# ---- chess_board_renderer ----
**src/rtl/chess_board_renderer.sv**
```systemverilog
// Pipelined 8x8 chessboard compositor: tracks the VGA scan position, fetches sprite pixels
// from an external synchronous ROM and overlays square colours, cursor border and selection tint.
module chess_board_renderer #(
   parameter int unsigned       TILE     = 60,
   parameter int unsigned       BOARD_X0 = 80,
   parameter int unsigned       BOARD_Y0 = 0,
   parameter int unsigned       BORDER_W = 3,
   parameter int unsigned       CW       = 4,
   parameter logic [3*CW-1:0]   LIGHT    = 12'hEDB,
   parameter logic [3*CW-1:0]   DARK     = 12'h853,
   parameter logic [3*CW-1:0]   SEL      = 12'h6C6,
   parameter logic [3*CW-1:0]   CUR      = 12'hF00,
   parameter logic [3*CW-1:0]   BG       = 12'h222,
   localparam int unsigned      AW       = $clog2(TILE*TILE)
) (
   input  logic              vga_clk,
   input  logic              reset_n,
   input  logic [9:0]        DrawX,
   input  logic [9:0]        DrawY,
   input  logic              blank,
   input  logic              sq_we,
   input  logic [5:0]        sq_idx,
   input  logic [3:0]        sq_code,
   input  logic              clr,
   input  logic [5:0]        cursor_idx,
   input  logic              sel_valid,
   input  logic [5:0]        sel_idx,
   output logic [AW-1:0]     rom_addr,
   output logic [3:0]        rom_piece,
   input  logic [3:0]        rom_q,
   output logic [3:0]        pal_index,
   input  logic [3*CW-1:0]   pal_rgb,
   output logic [CW-1:0]     red,
   output logic [CW-1:0]     green,
   output logic [CW-1:0]     blue
);

   localparam int unsigned OW   = $clog2(TILE);
   localparam int unsigned SPAN = 8 * TILE;
   localparam logic [OW-1:0] LAST = OW'(TILE - 1);
   localparam logic [OW-1:0] B_LO = OW'(BORDER_W);
   localparam logic [OW-1:0] B_HI = OW'(TILE - BORDER_W);

   function automatic logic [3:0] start_code(input int unsigned i);
      logic [3:0] back;
      case (i & 7)
         0, 7:    back = 4'd4;
         1, 6:    back = 4'd2;
         2, 5:    back = 4'd3;
         3:       back = 4'd5;
         default: back = 4'd6;
      endcase
      if (i < 8)       return back + 4'd6;
      else if (i < 16) return 4'd7;
      else if (i < 48) return 4'd0;
      else if (i < 56) return 4'd1;
      else             return back;
   endfunction

   logic [3:0] board_q [64];

   logic          x_in, y_in;
   logic [OW-1:0] ox1_q, oy1_q, ox2_q, oy2_q, ox3_q, oy3_q;
   logic [2:0]    col1_q, row1_q;
   logic [5:0]    sq2_q, sq3_q;
   logic          inb1_q, inb2_q, inb3_q;
   logic          blank1_q, blank2_q, blank3_q;
   logic [3:0]    code3_q;
   logic [3*CW-1:0] rgb_d, rgb_q;
   logic          border, piece;

   assign x_in = (DrawX >= 10'(BOARD_X0)) && ({1'b0, DrawX} < 11'(BOARD_X0 + SPAN));
   assign y_in = (DrawY >= 10'(BOARD_Y0)) && ({1'b0, DrawY} < 11'(BOARD_Y0 + SPAN));

   always_ff @(posedge vga_clk or negedge reset_n) begin
      if (!reset_n) begin
         for (int i = 0; i < 64; i++) board_q[i] <= start_code(i);
      end else if (clr) begin
         for (int i = 0; i < 64; i++) board_q[i] <= '0;
      end else if (sq_we) begin
         board_q[sq_idx] <= sq_code;
      end
   end

   // S1: counter-based tile tracking, no dividers
   always_ff @(posedge vga_clk or negedge reset_n) begin
      if (!reset_n) begin
         ox1_q    <= '0;
         oy1_q    <= '0;
         col1_q   <= '0;
         row1_q   <= '0;
         inb1_q   <= 1'b0;
         blank1_q <= 1'b0;
      end else begin
         if (DrawX == 10'(BOARD_X0)) begin
            ox1_q  <= '0;
            col1_q <= '0;
         end else if (x_in) begin
            if (ox1_q == LAST) begin
               ox1_q  <= '0;
               col1_q <= col1_q + 3'd1;
            end else begin
               ox1_q <= ox1_q + OW'(1);
            end
         end
         if (DrawX == 10'd0) begin
            if (DrawY == 10'(BOARD_Y0)) begin
               oy1_q  <= '0;
               row1_q <= '0;
            end else if (y_in) begin
               if (oy1_q == LAST) begin
                  oy1_q  <= '0;
                  row1_q <= row1_q + 3'd1;
               end else begin
                  oy1_q <= oy1_q + OW'(1);
               end
            end
         end
         inb1_q   <= x_in && y_in;
         blank1_q <= blank;
      end
   end

   // S2 fetches the piece code and sprite address; S3 waits for the ROM's registered output
   always_ff @(posedge vga_clk or negedge reset_n) begin
      if (!reset_n) begin
         rom_addr  <= '0;
         rom_piece <= '0;
         ox2_q     <= '0;
         oy2_q     <= '0;
         sq2_q     <= '0;
         inb2_q    <= 1'b0;
         blank2_q  <= 1'b0;
         ox3_q     <= '0;
         oy3_q     <= '0;
         sq3_q     <= '0;
         inb3_q    <= 1'b0;
         blank3_q  <= 1'b0;
         code3_q   <= '0;
         rgb_q     <= '0;
      end else begin
         rom_addr  <= AW'(32'(oy1_q) * TILE + 32'(ox1_q));
         rom_piece <= board_q[{row1_q, col1_q}];
         ox2_q     <= ox1_q;
         oy2_q     <= oy1_q;
         sq2_q     <= {row1_q, col1_q};
         inb2_q    <= inb1_q;
         blank2_q  <= blank1_q;
         ox3_q     <= ox2_q;
         oy3_q     <= oy2_q;
         sq3_q     <= sq2_q;
         inb3_q    <= inb2_q;
         blank3_q  <= blank2_q;
         code3_q   <= rom_piece;
         rgb_q     <= rgb_d;
      end
   end

   assign border = (ox3_q < B_LO) || (ox3_q >= B_HI) || (oy3_q < B_LO) || (oy3_q >= B_HI);
   assign piece  = (code3_q != 4'd0) && (code3_q <= 4'd12);

   always_comb begin
      rgb_d = '0;
      if (!blank3_q) begin
         rgb_d = '0;
      end else if (!inb3_q) begin
         rgb_d = BG;
      end else if ((sq3_q == cursor_idx) && border) begin
         rgb_d = CUR;
      end else if (piece && (rom_q != 4'd0)) begin
         rgb_d = pal_rgb;
      end else if (sel_valid && (sq3_q == sel_idx)) begin
         rgb_d = SEL;
      end else if ((sq3_q[3] ^ sq3_q[0]) == 1'b0) begin
         rgb_d = LIGHT;
      end else begin
         rgb_d = DARK;
      end
   end

   assign pal_index = rom_q;
   assign red       = rgb_q[3*CW-1:2*CW];
   assign green     = rgb_q[2*CW-1:CW];
   assign blue      = rgb_q[CW-1:0];

endmodule

```
**config.mk**
```make
export PLATFORM = sky130hd
export DESIGN_NAME = chess_board_renderer
export DESIGN_NICKNAME = d
export VERILOG_FILES = /design/src/rtl/chess_board_renderer.sv
export SDC_FILE = /design/constraint.sdc
export NUM_CORES = 1
export LEC_CHECK = 0
export ABC_AREA = 1
export CAP_MARGIN = 20
export CORE_UTILIZATION = 29
export DETAILED_ROUTE_END_ITERATION = 10
export GPL_ROUTABILITY_DRIVEN = 0
export PLACE_DENSITY = 0.45
export SYNTH_ARGS = -nofsm -noshare
export SYNTH_HDL_FRONTEND = slang
export SYNTH_SLANG_ARGS = --single-unit
```
**constraint.sdc**
```tcl
create_clock -name vga_clk -period 4.67 [get_ports vga_clk]
set_input_delay 0.934 -clock vga_clk [delete_from_list [all_inputs] [get_ports vga_clk]]
set_output_delay 0.934 -clock vga_clk [all_outputs]
set_load 0.02 [all_outputs]
```
# ---- large_divider ----
**src/rtl/large_arith_pkg.sv**
```systemverilog
// Shared definitions for the large multiplier/divider arithmetic datapath:
// default operand widths, divider state encoding and iteration counter sizing.
package large_arith_pkg;

  localparam int INPUT1_WIDTH = 64;
  localparam int INPUT2_WIDTH = 64;

  typedef enum logic [1:0] {
    IDLE,
    CHECK,
    ITER,
    DONE
  } div_state_e;

  // Counter must be able to represent the full iteration count, hence the +1.
  function automatic int iter_cnt_width(input int w1);
    return $clog2(w1 + 1);
  endfunction

  localparam int ITER_CNT_WIDTH = iter_cnt_width(INPUT1_WIDTH);

endpackage

```
**src/rtl/large_divider_div_step.sv**
```systemverilog
// One restoring-division step: shift in the next dividend bit, then subtract
// the divisor when it fits, producing one quotient bit.
module div_step #(
  parameter int WIDTH = 64
) (
  input  logic [WIDTH:0]   r_in,
  input  logic             dividend_bit,
  input  logic [WIDTH-1:0] divisor,
  output logic [WIDTH:0]   r_out,
  output logic             q_bit
);

  logic [WIDTH+1:0] r_shift;

  // The compare uses the full shifted value so the step stays correct even if
  // the incoming remainder ever had its top bit set.
  always_comb begin
    r_shift = {r_in, dividend_bit};
    q_bit   = (r_shift >= {2'b00, divisor});
    if (q_bit) begin
      r_out = r_shift[WIDTH:0] - {1'b0, divisor};
    end else begin
      r_out = r_shift[WIDTH:0];
    end
  end

endmodule

```
**src/rtl/large_divider.sv**
```systemverilog
// Iterative restoring divider (double-width dividend / single-width divisor).
// Optional LARGE_DIVIDER_OUTREG_EN adds one output register stage after DONE.
module large_divider #(
  parameter int INPUT1_WIDTH = large_arith_pkg::INPUT1_WIDTH,
  parameter int INPUT2_WIDTH = large_arith_pkg::INPUT2_WIDTH
) (
  input  logic                                 clk,
  input  logic                                 rst,
  input  logic                                 start,
  input  logic [INPUT1_WIDTH+INPUT2_WIDTH-1:0] dividend,
  input  logic [INPUT2_WIDTH-1:0]              divisor,
  output logic                                 busy,
  output logic                                 rdy,
  output logic [INPUT1_WIDTH-1:0]              quotient,
  output logic [INPUT2_WIDTH-1:0]              remainder,
  output logic                                 div_by_zero,
  output logic                                 overflow
);

  import large_arith_pkg::*;

  localparam int W1    = INPUT1_WIDTH;
  localparam int W2    = INPUT2_WIDTH;
  localparam int DW    = W1 + W2;
  localparam int CNT_W = iter_cnt_width(W1);

  div_state_e state_q, state_d;

  logic [DW-1:0]    dvd_q, dvd_d;
  logic [W2-1:0]    dvs_q, dvs_d;
  logic [W2:0]      r_q, r_d;
  logic [CNT_W-1:0] cnt_q, cnt_d;

  logic [W1-1:0] res_quot_q, res_quot_d;
  logic [W2-1:0] res_rem_q, res_rem_d;
  logic          res_dbz_q, res_dbz_d;
  logic          res_ovf_q, res_ovf_d;
  logic          res_rdy_q, res_rdy_d;

  logic [W2:0] step_r;
  logic        step_q;

  // The low half of the dividend register doubles as the quotient shift register.
  div_step #(
    .WIDTH(W2)
  ) u_div_step (
    .r_in        (r_q),
    .dividend_bit(dvd_q[W1-1]),
    .divisor     (dvs_q),
    .r_out       (step_r),
    .q_bit       (step_q)
  );

  always_comb begin
    state_d    = state_q;
    dvd_d      = dvd_q;
    dvs_d      = dvs_q;
    r_d        = r_q;
    cnt_d      = cnt_q;
    res_quot_d = res_quot_q;
    res_rem_d  = res_rem_q;
    res_dbz_d  = res_dbz_q;
    res_ovf_d  = res_ovf_q;
    res_rdy_d  = 1'b0;

    case (state_q)
      IDLE: begin
        if (start && !busy) begin
          dvd_d   = dividend;
          dvs_d   = divisor;
          state_d = CHECK;
        end
      end
      CHECK: begin
        if (dvs_q == '0) begin
          res_quot_d = '1;
          res_rem_d  = dvd_q[W2-1:0];
          res_dbz_d  = 1'b1;
          res_ovf_d  = 1'b0;
          res_rdy_d  = 1'b1;
          state_d    = DONE;
        end else if (dvd_q[DW-1:W1] >= dvs_q) begin
          res_quot_d = '1;
          res_rem_d  = '0;
          res_dbz_d  = 1'b0;
          res_ovf_d  = 1'b1;
          res_rdy_d  = 1'b1;
          state_d    = DONE;
        end else begin
          r_d     = {1'b0, dvd_q[DW-1:W1]};
          cnt_d   = '0;
          state_d = ITER;
        end
      end
      ITER: begin
        r_d             = step_r;
        dvd_d[W1-1:0]   = {dvd_q[W1-2:0], step_q};
        cnt_d           = cnt_q + CNT_W'(1);
        // Results are captured on the last step so they are valid in DONE.
        if (cnt_q == CNT_W'(W1 - 1)) begin
          res_quot_d = {dvd_q[W1-2:0], step_q};
          res_rem_d  = step_r[W2-1:0];
          res_dbz_d  = 1'b0;
          res_ovf_d  = 1'b0;
          res_rdy_d  = 1'b1;
          state_d    = DONE;
        end
      end
      DONE: begin
        state_d = IDLE;
      end
      default: begin
        state_d = IDLE;
      end
    endcase
  end

  always_ff @(posedge clk) begin
    if (rst) begin
      state_q    <= IDLE;
      dvd_q      <= '0;
      dvs_q      <= '0;
      r_q        <= '0;
      cnt_q      <= '0;
      res_quot_q <= '0;
      res_rem_q  <= '0;
      res_dbz_q  <= 1'b0;
      res_ovf_q  <= 1'b0;
      res_rdy_q  <= 1'b0;
    end else begin
      state_q    <= state_d;
      dvd_q      <= dvd_d;
      dvs_q      <= dvs_d;
      r_q        <= r_d;
      cnt_q      <= cnt_d;
      res_quot_q <= res_quot_d;
      res_rem_q  <= res_rem_d;
      res_dbz_q  <= res_dbz_d;
      res_ovf_q  <= res_ovf_d;
      res_rdy_q  <= res_rdy_d;
    end
  end

`ifdef LARGE_DIVIDER_OUTREG_EN
  logic [W1-1:0] out_quot_q, out_quot_d;
  logic [W2-1:0] out_rem_q, out_rem_d;
  logic          out_dbz_q, out_dbz_d;
  logic          out_ovf_q, out_ovf_d;
  logic          out_rdy_q, out_rdy_d;

  always_comb begin
    out_quot_d = res_quot_q;
    out_rem_d  = res_rem_q;
    out_dbz_d  = res_dbz_q;
    out_ovf_d  = res_ovf_q;
    out_rdy_d  = res_rdy_q;
  end

  always_ff @(posedge clk) begin
    if (rst) begin
      out_quot_q <= '0;
      out_rem_q  <= '0;
      out_dbz_q  <= 1'b0;
      out_ovf_q  <= 1'b0;
      out_rdy_q  <= 1'b0;
    end else begin
      out_quot_q <= out_quot_d;
      out_rem_q  <= out_rem_d;
      out_dbz_q  <= out_dbz_d;
      out_ovf_q  <= out_ovf_d;
      out_rdy_q  <= out_rdy_d;
    end
  end

  // The delayed rdy cycle still counts as busy so no new start slips in early.
  assign busy        = (state_q != IDLE) || out_rdy_q;
  assign rdy         = out_rdy_q;
  assign quotient    = out_quot_q;
  assign remainder   = out_rem_q;
  assign div_by_zero = out_dbz_q;
  assign overflow    = out_ovf_q;
`else
  assign busy        = (state_q != IDLE);
  assign rdy         = res_rdy_q;
  assign quotient    = res_quot_q;
  assign remainder   = res_rem_q;
  assign div_by_zero = res_dbz_q;
  assign overflow    = res_ovf_q;
`endif

endmodule

```
**config.mk**
```make
export PLATFORM = sky130hd
export DESIGN_NAME = large_divider
export DESIGN_NICKNAME = d
export VERILOG_FILES = /design/src/rtl/large_arith_pkg.sv /design/src/rtl/large_divider_div_step.sv /design/src/rtl/large_divider.sv
export SDC_FILE = /design/constraint.sdc
export NUM_CORES = 1
export LEC_CHECK = 0
export CORE_MARGIN = 2
export CORE_UTILIZATION = 60
export DETAILED_ROUTE_END_ITERATION = 8
export HOLD_SLACK_MARGIN = 0.12
export PLACE_DENSITY_LB_ADDON = 0.25
export SYNTH_ARGS = -nofsm -noshare
export SYNTH_HDL_FRONTEND = slang
export SYNTH_SLANG_ARGS = --single-unit
```
**constraint.sdc**
```tcl
create_clock -name clk -period 5.7 [get_ports clk]
set_clock_uncertainty 0.2 [all_clocks]
set_input_delay 0.57 -clock clk [delete_from_list [all_inputs] [get_ports clk]]
set_output_delay 0.57 -clock clk [all_outputs]
set_load 0.01 [all_outputs]
```
# ---- sh4a_decode ----
<file path="src/rtl/sh4a_decode.sv">
// sh4a_decode: integer-subset instruction decode stage feeding the integer
// register file. A single-entry output register holds the decoded op. The
// register file read indices are driven so that the registered read data
// always matches the held instruction.
module sh4a_decode #(
  parameter logic [3:0] RESET_OPCODE = 4'd0
) (
  input  logic        clk_i,
  input  logic        reset_i,
  input  logic        bank_select_i,
  input  logic        flush_i,
  input  logic        inst_valid_i,
  output logic        inst_ready_o,
  input  logic [15:0] inst_data_i,
  input  logic [31:0] inst_pc_i,
  output logic [4:0]  int_idx_read0_o,
  output logic [4:0]  int_idx_read1_o,
  output logic        dec_valid_o,
  input  logic        dec_ready_i,
  output logic [3:0]  dec_op_o,
  output logic [4:0]  dec_idx_write_o,
  output logic        dec_write_enable_o,
  output logic [31:0] dec_imm_o,
  output logic [31:0] dec_pc_o,
  output logic        dec_illegal_o
);

  localparam logic [3:0] OP_NOP     = 4'd0;
  localparam logic [3:0] OP_MOV     = 4'd1;
  localparam logic [3:0] OP_MOVI    = 4'd2;
  localparam logic [3:0] OP_ADD     = 4'd3;
  localparam logic [3:0] OP_ADDI    = 4'd4;
  localparam logic [3:0] OP_SUB     = 4'd5;
  localparam logic [3:0] OP_AND     = 4'd6;
  localparam logic [3:0] OP_OR      = 4'd7;
  localparam logic [3:0] OP_XOR     = 4'd8;
  localparam logic [3:0] OP_ILLEGAL = 4'd15;

  // R0-R7 are banked (bank 1 lives at 16-23); R8-R15 are shared.
  function automatic logic [4:0] phys_idx(input logic [3:0] r, input logic bank);
    phys_idx = r[3] ? {1'b0, r} : {bank, 1'b0, r[2:0]};
  endfunction

  logic        valid_q, valid_d;
  logic [3:0]  op_q, op_d;
  logic [4:0]  wr_q, wr_d;
  logic        we_q, we_d;
  logic [31:0] imm_q, imm_d;
  logic [31:0] pc_q, pc_d;
  logic        ill_q, ill_d;
  logic [4:0]  rd0_q, rd0_d;
  logic [4:0]  rd1_q, rd1_d;

  logic [3:0]  dc_op;
  logic [4:0]  dc_rd0, dc_rd1, dc_wr;
  logic        dc_we, dc_ill;
  logic [31:0] dc_imm;
  logic [4:0]  rn, rm;
  logic [31:0] imm_sext;
  logic        accept;

  assign rn       = phys_idx(inst_data_i[11:8], bank_select_i);
  assign rm       = phys_idx(inst_data_i[7:4], bank_select_i);
  assign imm_sext = {{24{inst_data_i[7]}}, inst_data_i[7:0]};

  // Combinational decode of the offered instruction word.
  always_comb begin
    dc_op  = OP_NOP;
    dc_rd0 = 5'd0;
    dc_rd1 = 5'd0;
    dc_wr  = 5'd0;
    dc_we  = 1'b0;
    dc_imm = 32'd0;
    dc_ill = 1'b0;
    if (inst_data_i == 16'h0009) begin
      dc_op = OP_NOP;
    end else if (inst_data_i[15:12] == 4'h6 && inst_data_i[3:0] == 4'h3) begin
      dc_op  = OP_MOV;
      dc_rd0 = rm;
      dc_wr  = rn;
      dc_we  = 1'b1;
    end else if (inst_data_i[15:12] == 4'hE) begin
      dc_op  = OP_MOVI;
      dc_wr  = rn;
      dc_we  = 1'b1;
      dc_imm = imm_sext;
    end else if (inst_data_i[15:12] == 4'h7) begin
      dc_op  = OP_ADDI;
      dc_rd0 = rn;
      dc_wr  = rn;
      dc_we  = 1'b1;
      dc_imm = imm_sext;
    end else if (inst_data_i[15:12] == 4'h3 &&
                 (inst_data_i[3:0] == 4'hC || inst_data_i[3:0] == 4'h8)) begin
      dc_op  = (inst_data_i[3:0] == 4'hC) ? OP_ADD : OP_SUB;
      dc_rd0 = rn;
      dc_rd1 = rm;
      dc_wr  = rn;
      dc_we  = 1'b1;
    end else if (inst_data_i[15:12] == 4'h2 &&
                 (inst_data_i[3:0] == 4'h9 || inst_data_i[3:0] == 4'hB ||
                  inst_data_i[3:0] == 4'hA)) begin
      case (inst_data_i[3:0])
        4'h9:    dc_op = OP_AND;
        4'hB:    dc_op = OP_OR;
        default: dc_op = OP_XOR;
      endcase
      dc_rd0 = rn;
      dc_rd1 = rm;
      dc_wr  = rn;
      dc_we  = 1'b1;
    end else begin
      dc_op  = OP_ILLEGAL;
      dc_ill = 1'b1;
    end
  end

  assign inst_ready_o = !flush_i && (!valid_q || dec_ready_i);
  assign accept       = inst_valid_i && inst_ready_o;

  // Output register next state: flush drops the entry, accept reloads it,
  // a consume without accept only clears valid so the fields stay put.
  always_comb begin
    valid_d = valid_q;
    op_d    = op_q;
    wr_d    = wr_q;
    we_d    = we_q;
    imm_d   = imm_q;
    pc_d    = pc_q;
    ill_d   = ill_q;
    rd0_d   = rd0_q;
    rd1_d   = rd1_q;
    if (flush_i) begin
      valid_d = 1'b0;
    end else if (accept) begin
      valid_d = 1'b1;
      op_d    = dc_op;
      wr_d    = dc_wr;
      we_d    = dc_we;
      imm_d   = dc_imm;
      pc_d    = inst_pc_i;
      ill_d   = dc_ill;
      rd0_d   = dc_rd0;
      rd1_d   = dc_rd1;
    end else if (valid_q && dec_ready_i) begin
      valid_d = 1'b0;
    end
  end

  // Output register state with asynchronous reset.
  always_ff @(posedge clk_i or posedge reset_i) begin
    if (reset_i) begin
      valid_q <= 1'b0;
      op_q    <= RESET_OPCODE;
      wr_q    <= 5'd0;
      we_q    <= 1'b0;
      imm_q   <= 32'd0;
      pc_q    <= 32'd0;
      ill_q   <= 1'b0;
      rd0_q   <= 5'd0;
      rd1_q   <= 5'd0;
    end else begin
      valid_q <= valid_d;
      op_q    <= op_d;
      wr_q    <= wr_d;
      we_q    <= we_d;
      imm_q   <= imm_d;
      pc_q    <= pc_d;
      ill_q   <= ill_d;
      rd0_q   <= rd0_d;
      rd1_q   <= rd1_d;
    end
  end

  // Present the incoming indices only when they will become the held entry,
  // so the registered read data always belongs to the held instruction.
  assign int_idx_read0_o = accept ? dc_rd0 : rd0_q;
  assign int_idx_read1_o = accept ? dc_rd1 : rd1_q;

  assign dec_valid_o        = valid_q;
  assign dec_op_o           = op_q;
  assign dec_idx_write_o    = wr_q;
  assign dec_write_enable_o = we_q;
  assign dec_imm_o          = imm_q;
  assign dec_pc_o           = pc_q;
  assign dec_illegal_o      = ill_q;

endmodule

</file>
<file path="config.mk">
export PLATFORM = sky130hd
export DESIGN_NAME = sh4a_decode
export DESIGN_NICKNAME = d
export VERILOG_FILES = /design/src/rtl/sh4a_decode.sv
export SDC_FILE = /design/constraint.sdc
export NUM_CORES = 1
export LEC_CHECK = 0
export CAP_MARGIN = 20
export CORE_ASPECT_RATIO = 0.75
export CORE_MARGIN = 2
export CORE_UTILIZATION = 36
export DETAILED_ROUTE_END_ITERATION = 8
export MAX_ROUTING_LAYER = met4
export PLACE_DENSITY = 0.76
export SLEW_MARGIN = 25
export SYNTH_ARGS = -nofsm -noshare
export SYNTH_HDL_FRONTEND = slang
export SYNTH_SLANG_ARGS = --single-unit
</file>
<file path="constraint.sdc">
create_clock -name clk_i -period 1.7 [get_ports clk_i]
set_input_delay 0.255 -clock clk_i [delete_from_list [all_inputs] [get_ports clk_i]]
set_output_delay 0.255 -clock clk_i [all_outputs]
set_load 0.01 [all_outputs]
</file>
# ---- v_hier_drv ----
## src/rtl/v_hier_drv.sv

```systemverilog
// v_hier_drv
//   Driver/checker for the far end of the v_hier_sub avec/qvec interface.
//   A start request launches a burst of incrementing vectors on avec, one
//   per cycle. Each returned qvec is sampled LAT cycles after its vector was
//   driven and compared against avec ^ INV_MASK. Mismatches are counted
//   (saturating), the first mismatching index is recorded, and done pulses
//   once at the end of the burst.
//
// Ports
//   clk            in   rising-edge clock
//   reset_l        in   synchronous active-low reset
//   start          in   begin a burst (sampled only in IDLE)
//   count[7:0]     in   burst length (sampled with start)
//   seed[W-1:0]    in   first vector value (sampled with start)
//   avec[W-1:0]    out  stimulus vector
//   qvec[W-1:0]    in   response vector
//   busy           out  high in RUN and DRAIN
//   done           out  one-cycle pulse at burst end
//   err_cnt[E-1:0] out  saturating mismatch count of the last burst
//   first_err_vld  out  at least one mismatch in the last burst
//   first_err_idx  out  vector index of the first mismatch

module v_hier_drv #(
  parameter int unsigned      WIDTH    = 4,
  parameter int unsigned      LAT      = 1,
  parameter logic [WIDTH-1:0] INV_MASK = '0,
  parameter int unsigned      ERRW     = 4
) (
  input  logic             clk,
  input  logic             reset_l,
  input  logic             start,
  input  logic [7:0]       count,
  input  logic [WIDTH-1:0] seed,
  output logic [WIDTH-1:0] avec,
  input  logic [WIDTH-1:0] qvec,
  output logic             busy,
  output logic             done,
  output logic [ERRW-1:0]  err_cnt,
  output logic             first_err_vld,
  output logic [7:0]       first_err_idx
);

  typedef enum logic [1:0] {
    IDLE,
    RUN,
    DRAIN,
    DONE
  } state_t;

  state_t           r_state;
  state_t           w_state_nxt;

  logic [7:0]       r_cnt;
  logic [7:0]       r_idx;
  logic [3:0]       r_drn;
  logic [WIDTH-1:0] r_avec;

  // Check pipeline: stage 0 captures the vector driven this cycle, stage
  // LAT-1 is compared against qvec on the following edge.
  logic             r_pv [LAT];
  logic [WIDTH-1:0] r_pe [LAT];
  logic [7:0]       r_pi [LAT];

  logic [ERRW-1:0]  r_err_cnt;
  logic             r_fev;
  logic [7:0]       r_fei;

  logic             w_accept;
  logic             w_last;
  logic             w_drain_end;
  logic             w_mis;

  assign w_accept    = (r_state == IDLE) && start;
  assign w_last      = (r_idx == (r_cnt - 8'd1));
  assign w_drain_end = (r_drn == 4'(LAT - 1));
  assign w_mis       = r_pv[LAT-1] && (qvec != r_pe[LAT-1]);

  always_ff @(posedge clk) begin
    if (!reset_l) begin
      r_state <= IDLE;
    end else begin
      r_state <= w_state_nxt;
    end
  end

  always_comb begin
    w_state_nxt = r_state;
    busy        = 1'b0;
    done        = 1'b0;
    case (r_state)
      IDLE: begin
        if (start) begin
          w_state_nxt = (count != 8'd0) ? RUN : DONE;
        end
      end
      RUN: begin
        busy = 1'b1;
        if (w_last) begin
          w_state_nxt = DRAIN;
        end
      end
      DRAIN: begin
        busy = 1'b1;
        if (w_drain_end) begin
          w_state_nxt = DONE;
        end
      end
      DONE: begin
        done        = 1'b1;
        w_state_nxt = IDLE;
      end
      default: w_state_nxt = IDLE;
    endcase
  end

  // Burst sequencing: avec is cleared on the DRAIN->DONE edge so it already
  // reads zero during the done cycle.
  always_ff @(posedge clk) begin
    if (!reset_l) begin
      r_cnt  <= '0;
      r_idx  <= '0;
      r_drn  <= '0;
      r_avec <= '0;
    end else begin
      case (r_state)
        IDLE: begin
          if (start) begin
            r_cnt <= count;
            r_idx <= '0;
            r_drn <= '0;
            if (count != 8'd0) begin
              r_avec <= seed;
            end
          end
        end
        RUN: begin
          r_idx <= r_idx + 8'd1;
          if (!w_last) begin
            r_avec <= r_avec + WIDTH'(1);
          end
        end
        DRAIN: begin
          r_drn <= r_drn + 4'd1;
          if (w_drain_end) begin
            r_avec <= '0;
          end
        end
        default: ;
      endcase
    end
  end

  always_ff @(posedge clk) begin
    if (!reset_l) begin
      for (int unsigned i = 0; i < LAT; i++) begin
        r_pv[i] <= 1'b0;
        r_pe[i] <= '0;
        r_pi[i] <= '0;
      end
    end else begin
      r_pv[0] <= (r_state == RUN);
      r_pe[0] <= r_avec ^ INV_MASK;
      r_pi[0] <= r_idx;
      for (int unsigned i = 1; i < LAT; i++) begin
        r_pv[i] <= r_pv[i-1];
        r_pe[i] <= r_pe[i-1];
        r_pi[i] <= r_pi[i-1];
      end
    end
  end

  always_ff @(posedge clk) begin
    if (!reset_l) begin
      r_err_cnt <= '0;
      r_fev     <= 1'b0;
      r_fei     <= '0;
    end else if (w_accept) begin
      r_err_cnt <= '0;
      r_fev     <= 1'b0;
      r_fei     <= '0;
    end else if (w_mis) begin
      if (r_err_cnt != '1) begin
        r_err_cnt <= r_err_cnt + ERRW'(1);
      end
      if (!r_fev) begin
        r_fev <= 1'b1;
        r_fei <= r_pi[LAT-1];
      end
    end
  end

  assign avec          = r_avec;
  assign err_cnt       = r_err_cnt;
  assign first_err_vld = r_fev;
  assign first_err_idx = r_fei;

endmodule

```

## config.mk

```make
export PLATFORM = sky130hd
export DESIGN_NAME = v_hier_drv
export DESIGN_NICKNAME = d
export VERILOG_FILES = /design/src/rtl/v_hier_drv.sv
export SDC_FILE = /design/constraint.sdc
export NUM_CORES = 1
export LEC_CHECK = 0
export ABC_CLOCK_PERIOD_IN_PS = 2800
export CORE_MARGIN = 4
export CORE_UTILIZATION = 40
export CTS_CLUSTER_SIZE = 24
export DETAILED_ROUTE_END_ITERATION = 7
export PLACE_DENSITY = 0.62
export SYNTH_ARGS = -nofsm -noshare
export SYNTH_HDL_FRONTEND = slang
export SYNTH_SLANG_ARGS = --single-unit
```

## constraint.sdc

```tcl
create_clock -name clk -period 2.8 [get_ports clk]
set_input_delay 0.7 -clock clk [delete_from_list [all_inputs] [get_ports clk]]
set_output_delay 0.7 -clock clk [all_outputs]
set_load 0.01 [all_outputs]
```


## Gallery

Track usage over the die.
Plate I
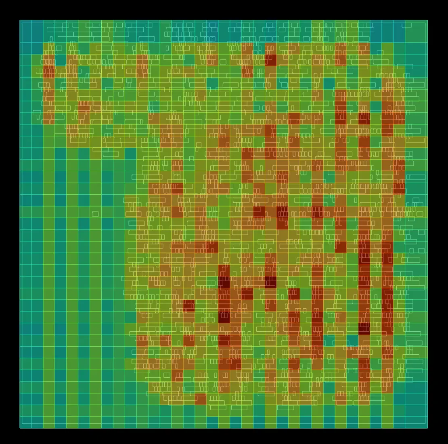
Plate II
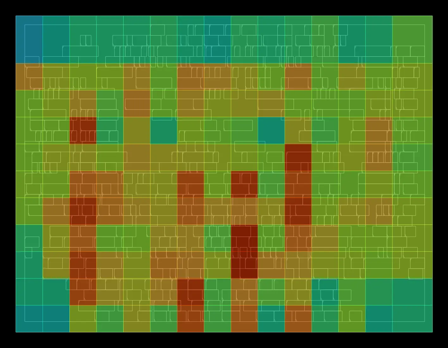
Plate III
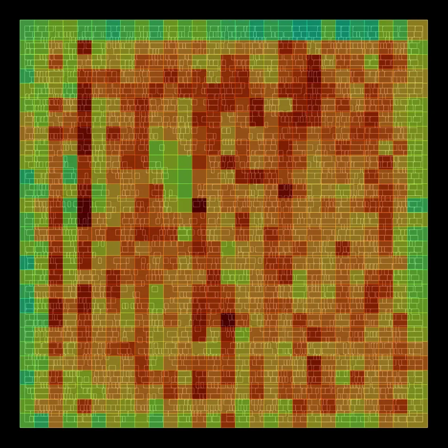
| from | picture |
|---|---|
| large_divider | Plate III |
| sh4a_decode | Plate II |
| chess_board_renderer | Plate I |
The one with the lowest utilization is Plate I.

chess_board_renderer, M1 wires:
Scale bar: 50 um. Supply wires on this layer in gray.
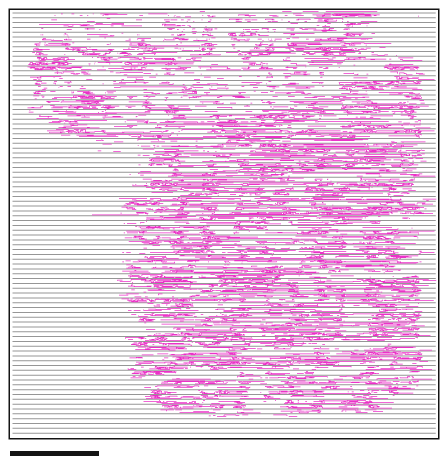
2007 nets have wire on it. The longest straight run is 106 um. The wires run mostly horizontal.
met1 usage: 24.39%
Post-Route WL: 49680 um

==> Changelog: implementation, chess_board_renderer <==
## Flow update

- CP Class: flop to flop
- Fin nets: 2151
- Design Area, Final: 19720 sq um
- P_seq: 3.27 mW
- Max FFs per register: 256
- Int Pwr: 5.632 mW
- YS warnings: 0
- Synth area leader: dfrtp_1
- Cycle use final: 68.64%
- Max-Cap Viols: 0
- Final worst slack: 1.465 ns
- Simple share: 29.32%
- Most instantiated logic cell after routing: nand2_1
- Run status: finished clean
- Tap Cells: 756
- CP bufs+invs: 3
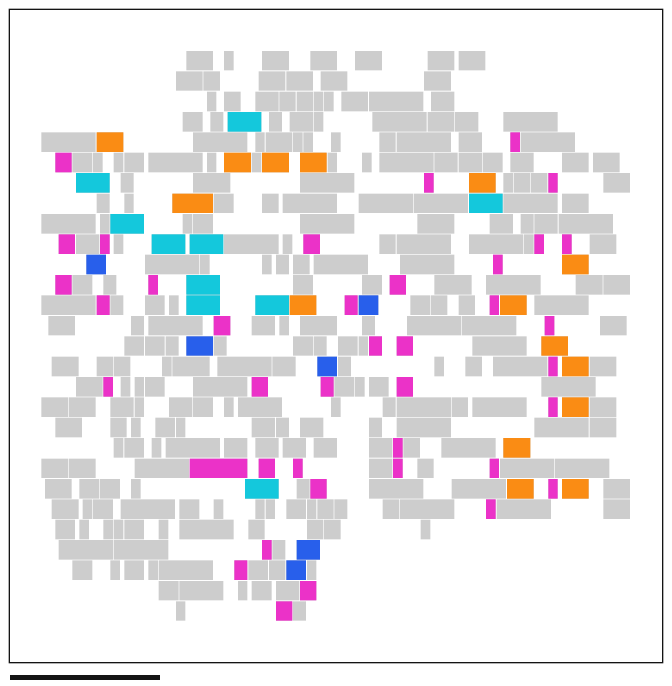
v_hier_drv: logic cells by family
Scale bar: 20 um.
non-inverting ao/oa cells: shown in blue, cells 6. mux cells: shown in orange, cells 15. nor cells: shown in magenta, cells 39. fa/ha/maj cells: shown in cyan, cells 10.
most instantiated logic cell after routing: dfxtp_1
logic share of the area: 44.06%

==> Changelog: implementation, v_hier_drv <==
## Flow update

- Comb group: 0.787 mW
- Run status: finished clean
- DRC errors left: 0
- Top logic family: simple AND/OR/NAND/NOR gates
- Buffer share of cell area: 14.29%
- Area share, top type: 41.70%
- Register Area: 1041 sq um
- Clock-net power: 0.411 mW
- Fmax: 0.3855 GHz
- Top delay family on crit path: simple AND/OR/NAND/NOR gates
- Placer Congestion: 0.7955
- Slowest CP cell: or4_1
- Vias: 1971
- TritonRoute pass-1 iters: 4
- DP Cell Count: 391
- Fin. Hold Viols: 0
- Antenna diodes: 0
- Largest cells by area: dfxtp_1 (42%), nand2_1 (6.0%), mux2i_1 (5.6%)
- Yosys reg bits: 52
- Logic pwr share: 37.2%
- Synth Area per Inst: 8.820 sq um
- Clock buffer depth: 2
- Core area: 5991 sq um
- Crit. Startpoint: count[1]
- Post-synthesis async set-or-reset flop share: 0%
- Post-cts resize count: 0
- WL met2: 2184 um
- # port buffers: 37
- Worst hold slack: 0.4696 ns
- Clock transition at path regs: 0.09 ns
- CP bufs+invs: 2
- Aoi share: 13.68%
- Initial antenna violation count: 0
- Combinational Area: 1350 sq um
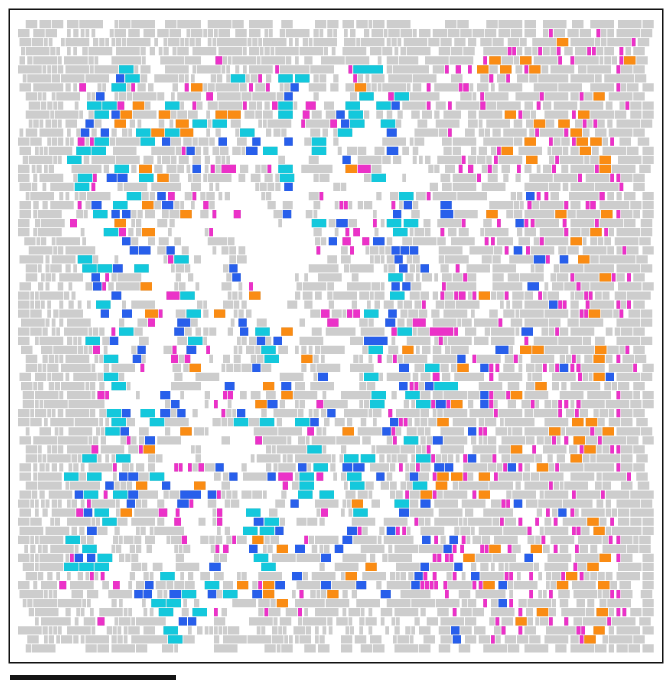
large_divider: logic cells by family
Scale bar: 50 um.
fa/ha/maj cells: shown in cyan, cells 133. non-inverting ao/oa cells: shown in blue, cells 175. mux cells: shown in orange, cells 116, where widely spread. nor cells: shown in magenta, cells 367, where widely spread.
logic share of the area: 48.50%
most instantiated logic cell after routing: nand2_1
Finished Layout Cells: 3474

==> Changelog: implementation, large_divider <==
## Flow update

- Mux frac, synth: 5.289%
- Run status: finished clean
- Antenna diodes: 0
- Combinational Area: 12980 sq um
- Psw: 8.650 mW
- Post-DRT Antenna Nets: 0
- Pleak: 10.70 nW
- Commonest cells post-synth: nand2_1 (408), dfxtp_1 (397), nor2_1 (307)
- Yosys reg bits: 397
- Met3 usage: 10.45%
- Crit. Startpoint: dvs_q[0]
- Worst hold slack: 0.2724 ns
- Slowest CP cell: mux2i_1
- Die height: 196.0 um
- RSZ-0062 raised after global routing: no
- Tap Cells: 468
- Placer Congestion: 1.042
- Maximum vdd drop: 0.0005047 V
- Area share, top type: 35.93%
- Met2 usage: 60.68%
- XOR Share, Synth: 2.455%
- Relative slew slack: 27.90%
- Post-Route WL: 79510 um
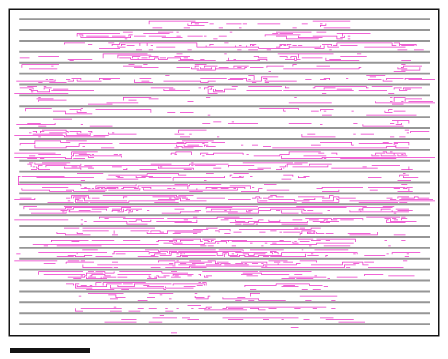
sh4a_decode: M1 wires
Scale bar: 20 um. Supply wires on this layer in gray.
463 nets have wire on it. The layer holds 47% of the routed length.
Post-Route WL: 8928 um
Vias: 2734
met1 usage: 29.07%

==> Changelog: implementation, sh4a_decode <==
## Flow update

- Met3 usage: 4.494%
- CP Cell Sequence: nor2b_4, nor2_4, nand2_4, or3_4, buf_4, a31oi_4, buf_6
- Initial antenna violation count: 0
- Combinational Area: 1290 sq um
- Synth Area per Inst: 9.370 sq um
- Relative slew slack: 75.90%
- Final setup violation count: 14
- CP bufs+invs: 2
- Tap Cells: 105
- Gr busiest metal: met2
- Clock tree from TritonCTS: built
- Area-dominant class: non-clock buffers
- WL met3: 475 um
- CP endpoint kind: output pin
- DP Cell Count: 554
- Worst hold slack: 0.3011 ns
- Adder share: 0%
- Logic pwr share: 26.0%
- Synth-to-Final Area Change: 75.61%
- Run status: finished, violations left
- Log Warnings: 29
- Clk latency late pin: 0.33 ns
- Final worst slack: -0.3999 ns
- Failing checks: negative setup slack
- Tightest Pin Transition: 0.3615 ns
- Top logic family: simple AND/OR/NAND/NOR gates
- Post-layout util: 64.24%
- Simple share: 22.11%
- Area share, top type: 54.29%


## Gallery

Metal 3.
panel A
Scale bar: 50 um.
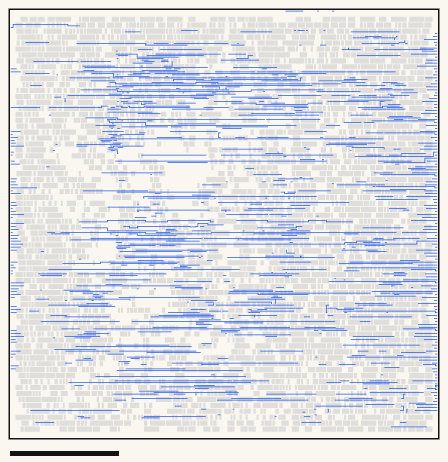
panel B
Scale bar: 20 um.
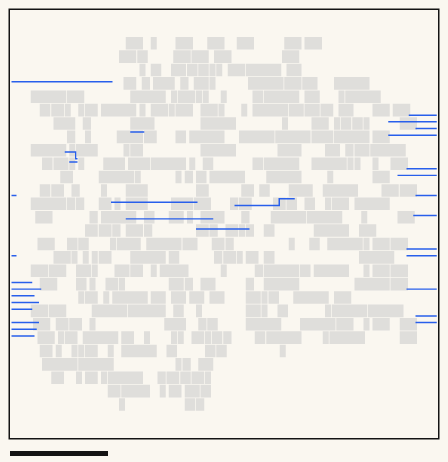
panel C
Scale bar: 20 um.
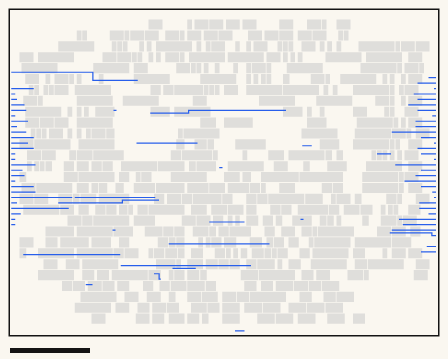
panel D
Scale bar: 50 um.
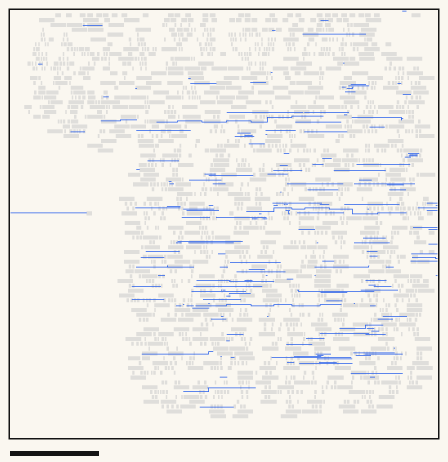
panel C -> sh4a_decode
panel B -> v_hier_drv
panel D -> chess_board_renderer
panel A -> large_divider

Key to panel A:
The layer holds 12% of the routed length. 563 nets have wire on it.


==> layout pictures side by side <==
Layout detail.
image #1
Scale bar: 10 um. Region (127, 29) to (167, 69) um. Cells in gray, sequential cells in the stronger gray; small squares are vias.
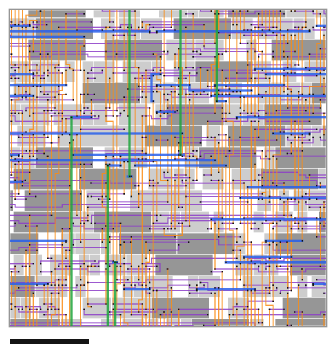
image #2
Scale bar: 10 um. Region (45, 2) to (85, 42) um. Cells in gray, sequential cells in the stronger gray; small squares are vias.
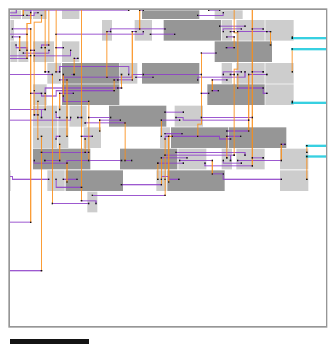
image #3
Scale bar: 10 um. Region (161, 40) to (201, 80) um. Cells in gray, sequential cells in the stronger gray; small squares are vias.
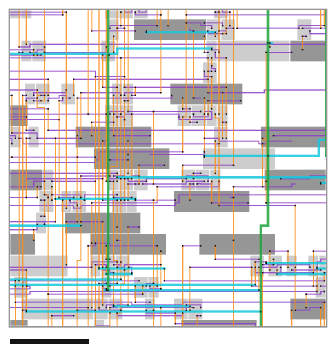
image #4
Scale bar: 10 um. Region (60, 0) to (100, 40) um. Cells in gray, sequential cells in the stronger gray; small squares are vias.
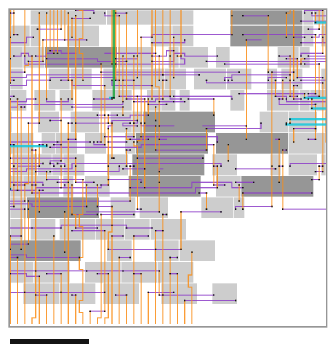
image #1 -> large_divider
image #3 -> chess_board_renderer
image #2 -> v_hier_drv
image #4 -> sh4a_decode
- largest die: image #3

Power is estimated from default activity; no workload was simulated.
